# ---- reg_write_arbiter_flat ----
reg_write_arbiter_flat/port_nets.png
(3 px per um)
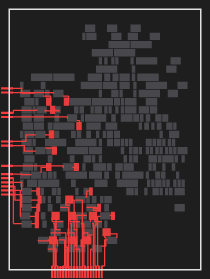

[config.mk]
export PLATFORM = sky130hd
export DESIGN_NAME = reg_write_arbiter_flat
export DESIGN_NICKNAME = d
export VERILOG_FILES = /design/src/rtl/reg_write_arbiter_if.sv /design/src/rtl/reg_write_arbiter.sv /design/src/flat_wrapper.sv
export SDC_FILE = /design/constraint.sdc
export NUM_CORES = 1
export LEC_CHECK = 0
export ABC_AREA = 1
export CAP_MARGIN = 15
export CORE_ASPECT_RATIO = 1.4
export CORE_MARGIN = 3
export CORE_UTILIZATION = 30
export DETAILED_ROUTE_END_ITERATION = 16
export GPL_ROUTABILITY_DRIVEN = 1
export HOLD_SLACK_MARGIN = 0.05
export PLACE_DENSITY = 0.72
export SLEW_MARGIN = 10
export SYNTH_ARGS = -nofsm -noshare
export SYNTH_HDL_FRONTEND = slang
export SYNTH_SLANG_ARGS = --single-unit
[constraint.sdc]
create_clock -name clk -period 2.03 [get_ports clk]
set_input_delay 0.406 -clock clk [delete_from_list [all_inputs] [get_ports clk]]
set_output_delay 0.406 -clock clk [all_outputs]
set_load 0.05 [all_outputs]
[src/rtl/reg_write_arbiter_if.sv]
// rtl/reg_write_arbiter_if.sv - requester/arbiter bus bundle for reg_write_arbiter
//
// Purpose: groups the requester-facing and register-facing signals of the
// shared-register write arbiter so they travel as one port.
//
// Signals:
//   req     [N]        per-requester write request (level)
//   lock    [N]        per-requester lock hint (used only with ARB_LOCK_EN)
//   dataIn  [N*WIDTH]  requester i data at [i*WIDTH +: WIDTH]
//   grant   [N]        one-hot, high while the owner's transfer is in LOAD
//   ack     [N]        one-hot, one-cycle pulse once the owner's data is stored
//   q       [WIDTH]    stored word
//   qBar    [WIDTH]    bitwise complement of q
//   busy               high in LOAD or ACK
//
// Modports: master = requester side, slave = arbiter side.
interface reg_write_arbiter_if #(
  parameter int N     = 4,
  parameter int WIDTH = 8
);
  logic [N-1:0]       req;
  logic [N-1:0]       lock;
  logic [N*WIDTH-1:0] dataIn;
  logic [N-1:0]       grant;
  logic [N-1:0]       ack;
  logic [WIDTH-1:0]   q;
  logic [WIDTH-1:0]   qBar;
  logic               busy;

  modport master (
    output req, lock, dataIn,
    input  grant, ack, q, qBar, busy
  );

  modport slave (
    input  req, lock, dataIn,
    output grant, ack, q, qBar, busy
  );
endinterface

[src/rtl/reg_write_arbiter.sv]
// rtl/reg_write_arbiter.sv - round-robin write arbiter owning the shared storage register
//
// Purpose: grants one of N requesters at a time, loads its WIDTH-bit word into
// the shared register, acknowledges it, and advances the round-robin pointer.
// A transfer is IDLE -> LOAD -> ACK -> IDLE (one transfer per 3 cycles).
//
// Ports:
//   clk    in   rising-edge clock
//   reset  in   synchronous, active-high reset
//   bus    slave modport of reg_write_arbiter_if (req, lock, dataIn in;
//          grant, ack, q, qBar, busy out)
//
// Optional feature (macro ARB_LOCK_EN): a requester holding lock and req in
// ACK is re-granted directly (ACK -> LOAD) for up to 4 consecutive transfers,
// tracked by a 2-bit lockCnt. Without the macro, lock is ignored.
module reg_write_arbiter #(
  parameter int N     = 4,
  parameter int WIDTH = 8
) (
  input  logic               clk,
  input  logic               reset,
  reg_write_arbiter_if.slave bus
);

  localparam int IW = (N > 1) ? $clog2(N) : 1;

  typedef enum logic [1:0] {
    IDLE = 2'd0,
    LOAD = 2'd1,
    ACK  = 2'd2
  } state_t;

  state_t           state_q, state_d;
  logic [IW-1:0]    ptr_q, ptr_d;
  logic [IW-1:0]    idx_q, idx_d;
  logic [N-1:0]     grant_q, grant_d;
  logic [N-1:0]     ack_q, ack_d;
  logic             busy_q, busy_d;
  logic [WIDTH-1:0] q_q, q_d;

`ifdef ARB_LOCK_EN
  logic [1:0]       lock_cnt_q, lock_cnt_d;
`else
  logic             unused_lock;
  assign unused_lock = ^bus.lock;
`endif

  // Winner search: first set req bit at or after ptr, wrapping modulo N.
  logic [IW-1:0]    win;
  logic             win_found;
  logic [IW-1:0]    ptr_next;
  logic [WIDTH-1:0] sel_data;

  always_comb begin
    win       = '0;
    win_found = 1'b0;
    for (int k = 0; k < N; k++) begin
      int c;
      c = int'(ptr_q) + k;
      if (c >= N) c = c - N;
      if (!win_found && bus.req[IW'(c)]) begin
        win       = IW'(c);
        win_found = 1'b1;
      end
    end
  end

  // Pointer wraps explicitly so non-power-of-two N works.
  assign ptr_next = (idx_q == IW'(N - 1)) ? '0 : idx_q + 1'b1;

  always_comb begin
    sel_data = '0;
    for (int i = 0; i < N; i++) begin
      if (idx_q == IW'(i)) sel_data = bus.dataIn[i*WIDTH +: WIDTH];
    end
  end

  always_comb begin
    state_d = state_q;
    ptr_d   = ptr_q;
    idx_d   = idx_q;
    q_d     = q_q;
    grant_d = '0;
    ack_d   = '0;
    busy_d  = 1'b0;
`ifdef ARB_LOCK_EN
    lock_cnt_d = lock_cnt_q;
`endif

    case (state_q)
      IDLE: begin
        if (win_found) begin
          idx_d   = win;
          state_d = LOAD;
        end
      end
      LOAD: begin
        // Data is captured even if req has dropped: a granted transfer always completes.
        q_d     = sel_data;
        state_d = ACK;
      end
      ACK: begin
`ifdef ARB_LOCK_EN
        if (bus.lock[idx_q] && bus.req[idx_q] && (lock_cnt_q != 2'd3)) begin
          state_d    = LOAD;
          lock_cnt_d = lock_cnt_q + 2'd1;
        end else begin
          state_d    = IDLE;
          ptr_d      = ptr_next;
          lock_cnt_d = 2'd0;
        end
`else
        state_d = IDLE;
        ptr_d   = ptr_next;
`endif
      end
      default: state_d = IDLE;
    endcase

    // Outputs are registered: decode them from the state being entered.
    if (state_d == LOAD) grant_d[idx_d] = 1'b1;
    if (state_d == ACK)  ack_d[idx_d]   = 1'b1;
    busy_d = (state_d != IDLE);
  end

  always_ff @(posedge clk) begin
    if (reset) begin
      state_q <= IDLE;
      ptr_q   <= '0;
      idx_q   <= '0;
      grant_q <= '0;
      ack_q   <= '0;
      busy_q  <= 1'b0;
      q_q     <= '0;
`ifdef ARB_LOCK_EN
      lock_cnt_q <= 2'd0;
`endif
    end else begin
      state_q <= state_d;
      ptr_q   <= ptr_d;
      idx_q   <= idx_d;
      grant_q <= grant_d;
      ack_q   <= ack_d;
      busy_q  <= busy_d;
      q_q     <= q_d;
`ifdef ARB_LOCK_EN
      lock_cnt_q <= lock_cnt_d;
`endif
    end
  end

  assign bus.grant = grant_q;
  assign bus.ack   = ack_q;
  assign bus.busy  = busy_q;
  assign bus.q     = q_q;
  assign bus.qBar  = ~q_q;

endmodule

[src/flat_wrapper.sv]
// flat-port wrapper written by rule: the top's interface ports become plain ports
module reg_write_arbiter_flat 
#(
  parameter int N     = 4,
  parameter int WIDTH = 8
)
  (clk, reset, bus_req, bus_lock, bus_dataIn, bus_grant, bus_ack, bus_q, bus_qBar, bus_busy);
  reg_write_arbiter_if #(.N(N), .WIDTH(WIDTH)) bus_i ();
  input  logic clk;
  input  logic reset;
  input wire logic [$bits(bus_i.req)-1:0] bus_req;
  input wire logic [$bits(bus_i.lock)-1:0] bus_lock;
  input wire logic [$bits(bus_i.dataIn)-1:0] bus_dataIn;
  output wire logic [$bits(bus_i.grant)-1:0] bus_grant;
  output wire logic [$bits(bus_i.ack)-1:0] bus_ack;
  output wire logic [$bits(bus_i.q)-1:0] bus_q;
  output wire logic [$bits(bus_i.qBar)-1:0] bus_qBar;
  output wire logic [$bits(bus_i.busy)-1:0] bus_busy;
  assign bus_i.req = bus_req;
  assign bus_i.lock = bus_lock;
  assign bus_i.dataIn = bus_dataIn;
  assign bus_grant = bus_i.grant;
  assign bus_ack = bus_i.ack;
  assign bus_q = bus_i.q;
  assign bus_qBar = bus_i.qBar;
  assign bus_busy = bus_i.busy;
  reg_write_arbiter #(.N(N), .WIDTH(WIDTH)) u_core (.clk(clk), .reset(reset), .bus(bus_i));
endmodule
# ---- alg_apb_rr_arbiter ----
==> config.mk <==
export PLATFORM = sky130hd
export DESIGN_NAME = alg_apb_rr_arbiter
export DESIGN_NICKNAME = d
export VERILOG_FILES = /design/src/rtl/alg_apb_arb_pkg.sv /design/src/rtl/alg_rr_pick.sv /design/src/rtl/alg_apb_rr_arbiter.sv
export SDC_FILE = /design/constraint.sdc
export NUM_CORES = 1
export LEC_CHECK = 0
export ABC_AREA = 0
export CORE_AREA = 2 2 181 183
export DETAILED_ROUTE_END_ITERATION = 10
export DIE_AREA = 0 0 183 185
export SLEW_MARGIN = 20
export SYNTH_ARGS = -nofsm -noshare
export SYNTH_HDL_FRONTEND = slang
export SYNTH_SLANG_ARGS = --single-unit
export TNS_END_PERCENT = 30
==> constraint.sdc <==
create_clock -name clk -period 7.4 [get_ports clk]
set_clock_uncertainty 0.05 [all_clocks]
set_input_delay 1.48 -clock clk [delete_from_list [all_inputs] [get_ports clk]]
set_output_delay 1.48 -clock clk [all_outputs]
set_load 0.05 [all_outputs]
==> src/rtl/alg_apb_arb_pkg.sv <==
// Shared types and constants for the round-robin APB arbiter.
package alg_apb_arb_pkg;

  typedef enum logic [1:0] {
    S_IDLE   = 2'd0,
    S_SETUP  = 2'd1,
    S_ACCESS = 2'd2,
    S_END    = 2'd3
  } arb_state_e;

  localparam logic [31:0] TIMEOUT_RDATA = 32'hDEAD_BEEF;

endpackage

==> src/rtl/alg_rr_pick.sv <==
// Combinational round-robin picker: first set request after 'last', wrapping.
module alg_rr_pick #(
  parameter int unsigned NUM_REQ = 4,
  parameter int unsigned IDX_W   = $clog2(NUM_REQ)
) (
  input  logic [NUM_REQ-1:0] req,
  input  logic [IDX_W-1:0]   last,
  output logic [IDX_W-1:0]   winner,
  output logic               valid
);

  logic [IDX_W-1:0] cand;

  always_comb begin
    winner = '0;
    valid  = 1'b0;
    cand   = '0;
    // i runs 1..NUM_REQ so 'last' itself is considered only after all others
    for (int unsigned i = 1; i <= NUM_REQ; i++) begin
      cand = IDX_W'((32'(last) + i) % NUM_REQ);
      if (!valid && req[cand]) begin
        valid  = 1'b1;
        winner = cand;
      end
    end
  end

endmodule

==> src/rtl/alg_apb_rr_arbiter.sv <==
// Shares one APB completer among NUM_REQ APB requesters, round-robin, one transfer at a time.
// Optional ACCESS-phase timeout enabled by defining ALG_APB_ARB_TIMEOUT_EN.
module alg_apb_rr_arbiter
  import alg_apb_arb_pkg::*;
#(
  parameter int unsigned NUM_REQ        = 4,
  parameter int unsigned ADDR_WIDTH     = 22,
  parameter int unsigned TIMEOUT_CYCLES = 256
) (
  input  logic                         clk,
  input  logic                         rst,
  input  logic [NUM_REQ-1:0]           s_sel,
  input  logic [NUM_REQ-1:0]           s_enable,
  input  logic [NUM_REQ-1:0]           s_write,
  input  logic [NUM_REQ*ADDR_WIDTH-1:0] s_addr,
  input  logic [NUM_REQ*32-1:0]        s_wdata,
  output logic [NUM_REQ-1:0]           s_ready,
  output logic [NUM_REQ*32-1:0]        s_rdata,
  output logic [NUM_REQ-1:0]           s_slverr,
  output logic                         m_sel,
  output logic                         m_enable,
  output logic                         m_write,
  output logic [ADDR_WIDTH-1:0]        m_addr,
  output logic [31:0]                  m_wdata,
  input  logic                         m_ready,
  input  logic [31:0]                  m_rdata,
  input  logic                         m_slverr,
  output logic [$clog2(NUM_REQ)-1:0]   grant,
  output logic                         busy
);

  localparam int unsigned GW = $clog2(NUM_REQ);

  if (NUM_REQ < 2 || NUM_REQ > 8) begin : g_bad_num_req
    $error("alg_apb_rr_arbiter: NUM_REQ must be 2..8");
  end
  if (TIMEOUT_CYCLES < 2) begin : g_bad_timeout
    $error("alg_apb_rr_arbiter: TIMEOUT_CYCLES must be at least 2");
  end

  arb_state_e               state_q, state_d;
  logic [GW-1:0]            last_grant_q, last_grant_d;
  logic [GW-1:0]            grant_d;
  logic                     m_sel_d, m_enable_d, m_write_d;
  logic [ADDR_WIDTH-1:0]    m_addr_d;
  logic [31:0]              m_wdata_d;
  logic [NUM_REQ-1:0]       s_ready_d, s_slverr_d;
  logic [NUM_REQ*32-1:0]    s_rdata_d;
  logic [GW-1:0]            pick_idx;
  logic                     pick_valid;
  logic                     done;
  logic [31:0]              done_rdata;
  logic                     done_err;

`ifdef ALG_APB_ARB_TIMEOUT_EN
  localparam int unsigned TW = $clog2(TIMEOUT_CYCLES);
  logic [TW-1:0] cnt_q, cnt_d;
`endif

  alg_rr_pick #(
    .NUM_REQ (NUM_REQ),
    .IDX_W   (GW)
  ) u_pick (
    .req    (s_sel),
    .last   (last_grant_q),
    .winner (pick_idx),
    .valid  (pick_valid)
  );

  assign busy = (state_q != S_IDLE);

  always_ff @(posedge clk or posedge rst) begin
    if (rst) begin
      state_q      <= S_IDLE;
      last_grant_q <= GW'(NUM_REQ - 1);
      grant        <= '0;
      m_sel        <= 1'b0;
      m_enable     <= 1'b0;
      m_write      <= 1'b0;
      m_addr       <= '0;
      m_wdata      <= '0;
      s_ready      <= '0;
      s_slverr     <= '0;
      s_rdata      <= '0;
`ifdef ALG_APB_ARB_TIMEOUT_EN
      cnt_q        <= '0;
`endif
    end else begin
      state_q      <= state_d;
      last_grant_q <= last_grant_d;
      grant        <= grant_d;
      m_sel        <= m_sel_d;
      m_enable     <= m_enable_d;
      m_write      <= m_write_d;
      m_addr       <= m_addr_d;
      m_wdata      <= m_wdata_d;
      s_ready      <= s_ready_d;
      s_slverr     <= s_slverr_d;
      s_rdata      <= s_rdata_d;
`ifdef ALG_APB_ARB_TIMEOUT_EN
      cnt_q        <= cnt_d;
`endif
    end
  end

  always_comb begin
    state_d      = state_q;
    last_grant_d = last_grant_q;
    grant_d      = grant;
    m_sel_d      = m_sel;
    m_enable_d   = m_enable;
    m_write_d    = m_write;
    m_addr_d     = m_addr;
    m_wdata_d    = m_wdata;
    s_ready_d    = s_ready;
    s_slverr_d   = s_slverr;
    s_rdata_d    = s_rdata;
    done         = 1'b0;
    done_rdata   = m_rdata;
    done_err     = m_slverr;
`ifdef ALG_APB_ARB_TIMEOUT_EN
    cnt_d        = cnt_q;
`endif

    case (state_q)
      S_IDLE: begin
        if (pick_valid) begin
          grant_d   = pick_idx;
          m_sel_d   = 1'b1;
          m_write_d = s_write[pick_idx];
          m_addr_d  = s_addr[pick_idx*ADDR_WIDTH +: ADDR_WIDTH];
          m_wdata_d = s_wdata[pick_idx*32 +: 32];
          state_d   = S_SETUP;
        end
      end
      S_SETUP: begin
        // A withdrawn request leaves last_grant untouched so the port keeps its turn
        if (!s_sel[grant]) begin
          m_sel_d = 1'b0;
          state_d = S_IDLE;
        end else if (s_enable[grant]) begin
          m_enable_d = 1'b1;
          state_d    = S_ACCESS;
`ifdef ALG_APB_ARB_TIMEOUT_EN
          cnt_d      = '0;
`endif
        end
      end
      S_ACCESS: begin
        if (m_ready) begin
          done = 1'b1;
        end
`ifdef ALG_APB_ARB_TIMEOUT_EN
        else if (cnt_q == TW'(TIMEOUT_CYCLES - 1)) begin
          done       = 1'b1;
          done_rdata = TIMEOUT_RDATA;
          done_err   = 1'b1;
        end else begin
          cnt_d = cnt_q + 1'b1;
        end
`endif
      end
      S_END: begin
        s_ready_d  = '0;
        s_slverr_d = '0;
        state_d    = S_IDLE;
      end
      default: state_d = S_IDLE;
    endcase

    if (done) begin
      m_sel_d                 = 1'b0;
      m_enable_d              = 1'b0;
      s_ready_d[grant]        = 1'b1;
      s_slverr_d[grant]       = done_err;
      s_rdata_d[grant*32 +: 32] = done_rdata;
      last_grant_d            = grant;
      state_d                 = S_END;
    end
  end

endmodule


## Gallery

Sizing map.
panel A
(6 px per um)
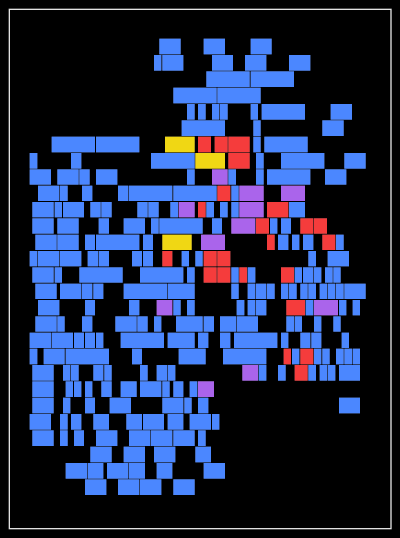
panel B
(2 px per um)
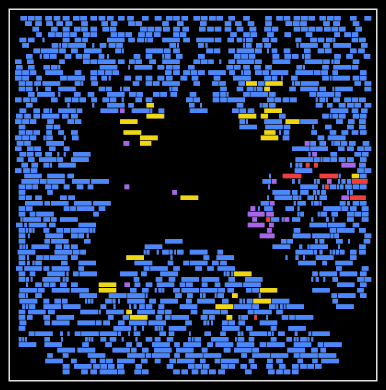
For alg_apb_rr_arbiter, see panel B.
For reg_write_arbiter_flat, see panel A.
- most cells: panel B

Key to panel A:
- red: drive 2 (cells 23)
- purple: drive 3 to 4 (cells 11)
- blue: drive 1 or less (cells 233)
- yellow: drive 6 and up (cells 3)

alg_apb_rr_arbiter/port_nets.png
(1.5 px per um)
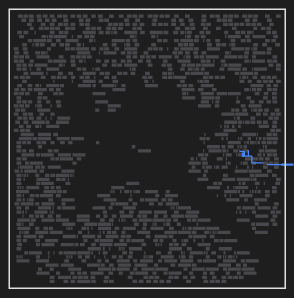
- blue: `busy` (bits 1; direction output; edge east; end cells 1; buffers 1; wire 38.9 um)

==> run notes, alg_apb_rr_arbiter <==
Notes on the flow outputs.

- The run finished with clean final reports.
- The layout overhead on the synthesized area is 62.40%.
- The number of nets at floorplan is approximately 1000.
- The sink of the worst hold path is s_rdata[28]$_DFFE_PP0P_.
- The top cell types in the final layout, fill and taps aside, are 459 x sky130_fd_sc_hd__clkdlybuf4s50_1, 197 x sky130_fd_sc_hd__dfrtp_1, 130 x sky130_fd_sc_hd__nand2_1.
- For this run, global-route usage on met1 was measured as 25.81%.
- The quantity of I/O buffers inserted on ports reads approximately 460.
- The post-synthesis instance total reads around 750.
- The final cell count without fillers is 1603.
- The DRC violation count after routing reads 0.
- The die height reads between 150 and 200 um.
- Of the total synthesized cell area, the portion taken by AND, OR, NAND and NOR gates is between 7 and 8%.
- The final layout net count is ~1500.
- The launching point of the worst reg2reg path reads last_grant_q[1]$_DFFE_PP1N_.
- The final-report setup violation count is 0.
- During synthesis, Yosys emitted a total of 0 warnings.
- The CTS root buffer is sky130_fd_sc_hd__clkbuf_16.
- The register with the most flip-flops in the layout has between 100 and 150 of them.
- The share of synthesized area occupied by flip-flops and latches is a little under three fifths.
- The number of different library cells in the post-synthesis netlist reads 34.
- At the worst endpoint, the arrival time is 4.30 ns.
- The number of DRC markers in iteration 0 reads slightly below 400.
- Once layout is done, the placed cells without fillers occupy between 10000 and 15000 um^2.
- The horizontal die size is ~180 um.
- The synthesized netlist occupies a cell area of about 8900 um^2.
## alg_apb_rr_arbiter: cell families after synthesis
group | count (synthesis)
AND-OR/OR-AND | 207
multiplexers | 113
AND/OR/NAND/NOR | 151
adder cells (fa/ha/maj) | 8
flip-flops | 199
buffers and inverters | 74
## alg_apb_rr_arbiter: final cells by class
class / instances / area (um^2) / area share (%)
well taps: 408 / 510.5 / 3.545
flip-flops and latches: 199 / 4982 / 34.60
clock buffers: 19 / 432.9 / 3.007
multi-input cells: 479 / 3576 / 24.83
inverters: 13 / 56.30 / 0.3910
repair buffers: 472 / 4705 / 32.67
clock inverters: 13 / 136.4 / 0.9472
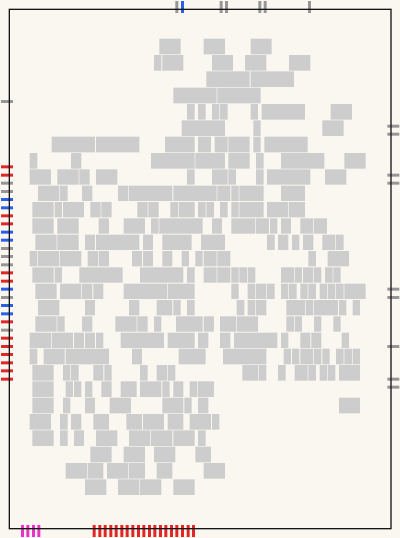
reg_write_arbiter_flat/pins.png
(6 px per um) Pins as bars across the die edge, other pins in grey.
- magenta: `bus_lock` (pins 4; direction input; edge south)
- red: `bus_dataIn` (pins 32; direction input; edge 19 south, 13 west)
- blue: `bus_q` (pins 8; direction output; edge 7 west, 1 north)
- all pins by edge: 28 west, 23 south, 9 east, 7 north
Die X-Extent: 63.38 um
Port Buffer Count: 62
vertical die dimension: 86.33 um

Notes on reg_write_arbiter_flat/port_nets.png above:
- red: `bus_dataIn` (bits 32; direction input; edge 19 south, 13 west; end cells 24; buffers 32; wire 549 um)

==> run notes, reg_write_arbiter_flat <==
Notes on the flow outputs.

- The run finished with clean final reports.
- The reg-to-reg setup timing slack reads between 0.3 and 0.4 ns.
- The end point of the critical path is bus_q[3].
- Looking at the post-CTS report, the setup buffer insertion count equals 0.
- The final setup slack of the worst path is about 0.17 ns.
- The final-report setup violation count is 0.
- The share of flip-flops with an asynchronous set or reset after synthesis reads 0%.
- On the critical path the data arrives at 1.45 ns.
- The post-synthesis instance total reads between 200 and 250.
- The most common flop cell mapped by yosys reads sky130_fd_sc_hd__dfxtp_1.
- The power group with the highest consumption is combinational logic.
- The sum of routed wire segments on met1 reads between 1500 and 2000 um.
- The final global-route overflow total reads 0.
- The layout overhead on the synthesized area reads 54.21%.
- The top-level port count reads about 67.
- The total CTS buffers reads 3.
- In this run the critical register-to-register path is launched from u_core.ptr_q[0]$_SDFFE_PP0N_.
- The global-route usage over all layers reads about 14%.
- The TritonCTS clock tree reads yes.
- The number of flops mapped to enable cells by yosys reads 0.
- The worst slew margin relative to its limit reads about two thirds.
- The internal power summed over all cells reads 1006 uW.
- The number of tap instances reads approximately 60.
- The hold violation count in the final report is 0.
- Of the total power, registers draw a little under a third.
- The overall power of the completed layout is 1796 uW.
- The timing startpoint of the critical path reads u_core.bus.q[3]$_SDFFE_PP0P_.
- The HPWL after detailed placement reads roughly 2900 um.
- Summing every instance area after synthesis gives approximately 1400 um^2.
- For this run, the chip area from Yosys synthesis comes to 1383 um^2.
==> reg_write_arbiter_flat: kinds of logic after synthesis <==
group / Yosys count
and+or+nand+nor: 99
AOI/OAI and AO/OA: 47
buffers and inverters: 31
DFF: 23
adders and majority gates: 4
==> reg_write_arbiter_flat: state kept, by name, indices dropped and copies added (netlist names) <==
name              cells
u_core.bus.ack        4
u_core.bus.busy       1
u_core.bus.grant      4
u_core.idx_q          2
u_core.state_q        2
u_core.ptr_q          2
u_core.bus.q          8

# ---- fsb_watchdog ----
fsb_watchdog/port_nets.png
(3 px per um)
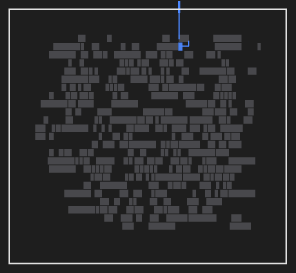
fsb_watchdog/gate_families.png
(4 px per um)
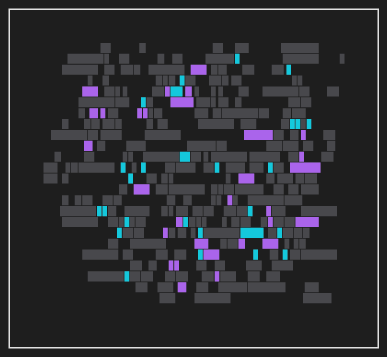
===== src/rtl/fsb_watchdog.sv =====
// ---------------------------------------------------------------------------
// fsb_watchdog
//
// Bus-cycle watchdog for the MC68HC000 front-side bus.  Every /AS cycle is
// timed from the edge that first samples nAS low.  If neither /DTACK nor /VPA
// terminates the cycle within the selected limit, the watchdog ends it:
// ordinary cycles get a bus-error request, and interrupt-acknowledge cycles
// can optionally get an autovector request instead.  A saturating count of
// timeout events is kept for diagnostics.
//
// Optional feature macro:
//   WATCHDOG_SPURVPA_EN  - when defined, an IACK cycle that times out raises
//                          SpurVPA instead of BERR.  When undefined, SpurVPA
//                          is tied low and IACK timeouts raise BERR.
//
// Parameters:
//   CNT_W       timeout counter width (must be able to hold 511)
//
// Ports:
//   FCLK        in   1  FSB clock, all state changes on the rising edge
//   nRES        in   1  asynchronous active-low reset
//   nAS         in   1  FSB address strobe, active-low
//   nDTACK      in   1  FSB /DTACK as driven to the CPU, active-low
//   nVPA        in   1  FSB /VPA as driven to the CPU, active-low
//   IACKCS      in   1  current cycle is an interrupt acknowledge
//   IOACT       in   1  I/O bus master transaction active, freezes the timer
//   TimeoutSel  in   2  limit select: 0=64, 1=128, 2=256, 3=512 FCLK cycles
//   Clr         in   1  synchronous clear of TOCount
//   BERR        out  1  bus-error request (registered)
//   SpurVPA     out  1  autovector request for an unanswered IACK (registered)
//   TOCount     out  8  saturating count of timeout events
// ---------------------------------------------------------------------------
module fsb_watchdog #(
    parameter int CNT_W = 10
) (
    input  logic       FCLK,
    input  logic       nRES,
    input  logic       nAS,
    input  logic       nDTACK,
    input  logic       nVPA,
    input  logic       IACKCS,
    input  logic       IOACT,
    input  logic [1:0] TimeoutSel,
    input  logic       Clr,
    output logic       BERR,
    output logic       SpurVPA,
    output logic [7:0] TOCount
);

    typedef enum logic [1:0] {
        IDLE  = 2'd0,
        COUNT = 2'd1,
        DONE  = 2'd2,
        FAULT = 2'd3
    } state_t;

    state_t           r_state;
    state_t           w_stateNext;
    logic [CNT_W-1:0] r_cnt;
    logic [CNT_W-1:0] w_cntNext;
    logic [CNT_W-1:0] r_limitM1;
    logic [CNT_W-1:0] w_limitM1Next;
    logic [CNT_W-1:0] w_selLimitM1;
    logic             w_timeout;
    logic             w_faultNext;
    logic             w_berrNext;
    logic             r_berr;
    logic [7:0]       r_toCount;

    // The limit is stored as L-1 so the terminal compare is a plain equality
    // against the running count.
    always_comb begin
        w_selLimitM1 = CNT_W'(63);
        case (TimeoutSel)
            2'd0:    w_selLimitM1 = CNT_W'(63);
            2'd1:    w_selLimitM1 = CNT_W'(127);
            2'd2:    w_selLimitM1 = CNT_W'(255);
            default: w_selLimitM1 = CNT_W'(511);
        endcase
    end

    // Next-state logic.  In COUNT the checks are ordered so that /AS
    // negation beats an acknowledge, an acknowledge beats the IOACT freeze,
    // and the freeze beats the timeout.  This lets a late acknowledge or a
    // cycle that ends on the limit edge finish cleanly without a fault.
    always_comb begin
        w_stateNext   = r_state;
        w_cntNext     = r_cnt;
        w_limitM1Next = r_limitM1;
        w_timeout     = 1'b0;
        case (r_state)
            IDLE: begin
                if (!nAS) begin
                    w_stateNext   = COUNT;
                    w_cntNext     = '0;
                    w_limitM1Next = w_selLimitM1;
                end
            end
            COUNT: begin
                if (nAS) begin
                    w_stateNext = IDLE;
                end else if (!nDTACK || !nVPA) begin
                    w_stateNext = DONE;
                end else if (IOACT) begin
                    w_cntNext = r_cnt;
                end else if (r_cnt == r_limitM1) begin
                    w_stateNext = FAULT;
                    w_timeout   = 1'b1;
                end else begin
                    w_cntNext = r_cnt + 1'b1;
                end
            end
            DONE: begin
                if (nAS) begin
                    w_stateNext = IDLE;
                end
            end
            FAULT: begin
                if (nAS) begin
                    w_stateNext = IDLE;
                end
            end
            default: begin
                w_stateNext = IDLE;
            end
        endcase
    end

    // State, counter and latched limit.
    always_ff @(posedge FCLK or negedge nRES) begin
        if (!nRES) begin
            r_state   <= IDLE;
            r_cnt     <= '0;
            r_limitM1 <= '0;
        end else begin
            r_state   <= w_stateNext;
            r_cnt     <= w_cntNext;
            r_limitM1 <= w_limitM1Next;
        end
    end

    assign w_faultNext = (w_stateNext == FAULT);

`ifdef WATCHDOG_SPURVPA_EN
    logic r_iack;
    logic w_iackNext;
    logic w_spurNext;
    logic r_spur;

    // IACKCS is captured on the edge that enters FAULT; the response type
    // stays fixed for the rest of the faulted cycle.
    assign w_iackNext = w_timeout ? IACKCS : r_iack;
    assign w_berrNext = w_faultNext & ~w_iackNext;
    assign w_spurNext = w_faultNext &  w_iackNext;

    always_ff @(posedge FCLK or negedge nRES) begin
        if (!nRES) begin
            r_iack <= 1'b0;
            r_spur <= 1'b0;
        end else begin
            r_iack <= w_iackNext;
            r_spur <= w_spurNext;
        end
    end

    assign SpurVPA = r_spur;
`else
    logic w_unusedIack;

    // Without the autovector option every timeout is reported as a bus
    // error, so the IACK qualifier plays no part.
    assign w_unusedIack = IACKCS;
    assign w_berrNext   = w_faultNext;
    assign SpurVPA      = 1'b0;
`endif

    // Bus-error request, registered from the next state so the output has
    // no combinational path from the bus inputs.
    always_ff @(posedge FCLK or negedge nRES) begin
        if (!nRES) begin
            r_berr <= 1'b0;
        end else begin
            r_berr <= w_berrNext;
        end
    end

    // Diagnostic fault counter: bumps on the same edge the fault is raised,
    // saturates at 255, and a clear on that edge takes precedence.
    always_ff @(posedge FCLK or negedge nRES) begin
        if (!nRES) begin
            r_toCount <= 8'd0;
        end else if (Clr) begin
            r_toCount <= 8'd0;
        end else if (w_timeout && (r_toCount != 8'hFF)) begin
            r_toCount <= r_toCount + 8'd1;
        end
    end

    assign BERR    = r_berr;
    assign TOCount = r_toCount;

endmodule


===== config.mk =====
export PLATFORM = sky130hd
export DESIGN_NAME = fsb_watchdog
export DESIGN_NICKNAME = d
export VERILOG_FILES = /design/src/rtl/fsb_watchdog.sv
export SDC_FILE = /design/constraint.sdc
export NUM_CORES = 1
export LEC_CHECK = 0
export ABC_AREA = 1
export CAP_MARGIN = 0
export CORE_ASPECT_RATIO = 0.9
export CORE_MARGIN = 8
export CORE_UTILIZATION = 30
export DETAILED_ROUTE_END_ITERATION = 12
export PLACE_DENSITY_LB_ADDON = 0.05
export REMOVE_ABC_BUFFERS = 1
export SLEW_MARGIN = 25
export SYNTH_ARGS = -nofsm -noshare
export SYNTH_HDL_FRONTEND = slang
export SYNTH_SLANG_ARGS = --single-unit

===== constraint.sdc =====
create_clock -name FCLK -period 1.37 [get_ports FCLK]
set_input_delay 0.3425 -clock FCLK [delete_from_list [all_inputs] [get_ports FCLK]]
set_output_delay 0.3425 -clock FCLK [all_outputs]
set_load 0.005 [all_outputs]

==> run notes <==
Notes on the flow outputs.

- The arrival time of the worst setup path reads about 1.6 ns.
- After layout, the worst setup slack is -0.1029 ns.
- The DRC violation count after routing is 0.
- STA classifies the critical path endpoint as a flop.
- The nature of the critical path startpoint reads a flop.
- The end point of the critical path reads TOCount[1]$_DFFE_PN0P_.
- The total tool warning count is 28.
- The final timing report counts setup violations totalling 16.
- The internal portion of the total power is approximately 1200 uW.
- The sum of routed wire segments on met1 is between 2000 and 2500 um.
- The checks that failed: setup timing.
- The number of cells traversed by the worst register-to-register path is 9.
- The cell area that synthesis handed to floorplanning was approximately 1600 um^2.
- The final clock period utilization by the worst path reads 107.5%.
- The top routing layer in use reads met4.
- The number of DRC markers in iteration 0 reads around 70.
- The number of flops mapped to enable cells by yosys is 0.
- The flow ran to the end, but the final reports show violations.
- The number of global-route vias before repair came to ~1400.
- The sequential group power is 815 uW.
- Setup repair after global routing could not meet its margin everywhere.
- The final global-route overflow total is 0.
- The quantity of gates resized following cts is 38.
- The register with the most flip-flops in the layout has 10 of them.
Notes on fsb_watchdog/port_nets.png above:
- blue: `Clr` (bits 1; direction input; edge north; end cells 1; buffers 1; wire 14.0 um)
io pins: 20
Port Buffer Count: 17

Notes on fsb_watchdog/gate_families.png above:
- cyan: inverters (cells 27)
- purple: NOR gates (cells 30)

-- layout make-up --
class	count	area, um^2
Timing Repair Buffer	71	615.6
Inverter	27	122.6
Sequential cell	25	628.1
Tap cell	67	83.83
Clock buffer	4	45.04
Multi-Input combinational cell	147	1021
Fill cell	505	2614
-- per-layer routing --
metal,global-route usage [%],up-vias
li1,-,791
met2,17.53,25
met3,2.941,2
met5,0,-
met4,1.901,0
met1,14.38,727
-- synth_stat cells (all sizes together), types with 3 or more instances --
master	instances
nor2	22
nor3	6
nand2	58
dfrtp	25
buf	3
nand4	3
xor2	8
nand3	24
o21ai	14
inv	27


==> gallery <==
Cell placement.
picture 1
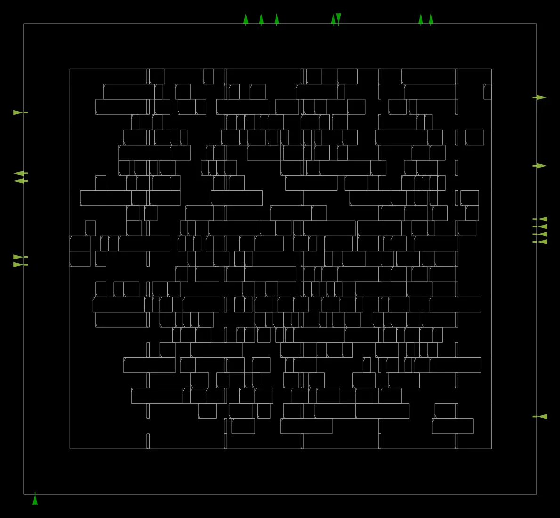
picture 2
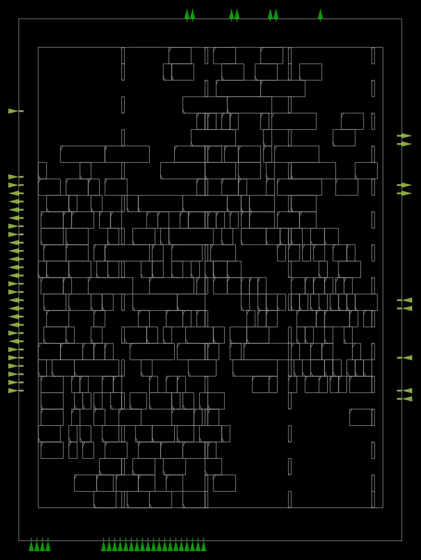
picture 3
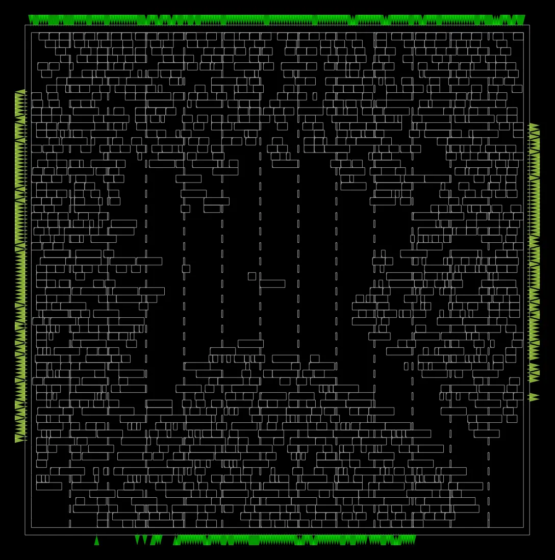
Of these, most cells: picture 3
Of these, most sequential cells: picture 3
Picture 3 comes from alg_apb_rr_arbiter.
Picture 2 comes from reg_write_arbiter_flat.
Picture 1 comes from fsb_watchdog.

Power is estimated from default activity; no workload was simulated.
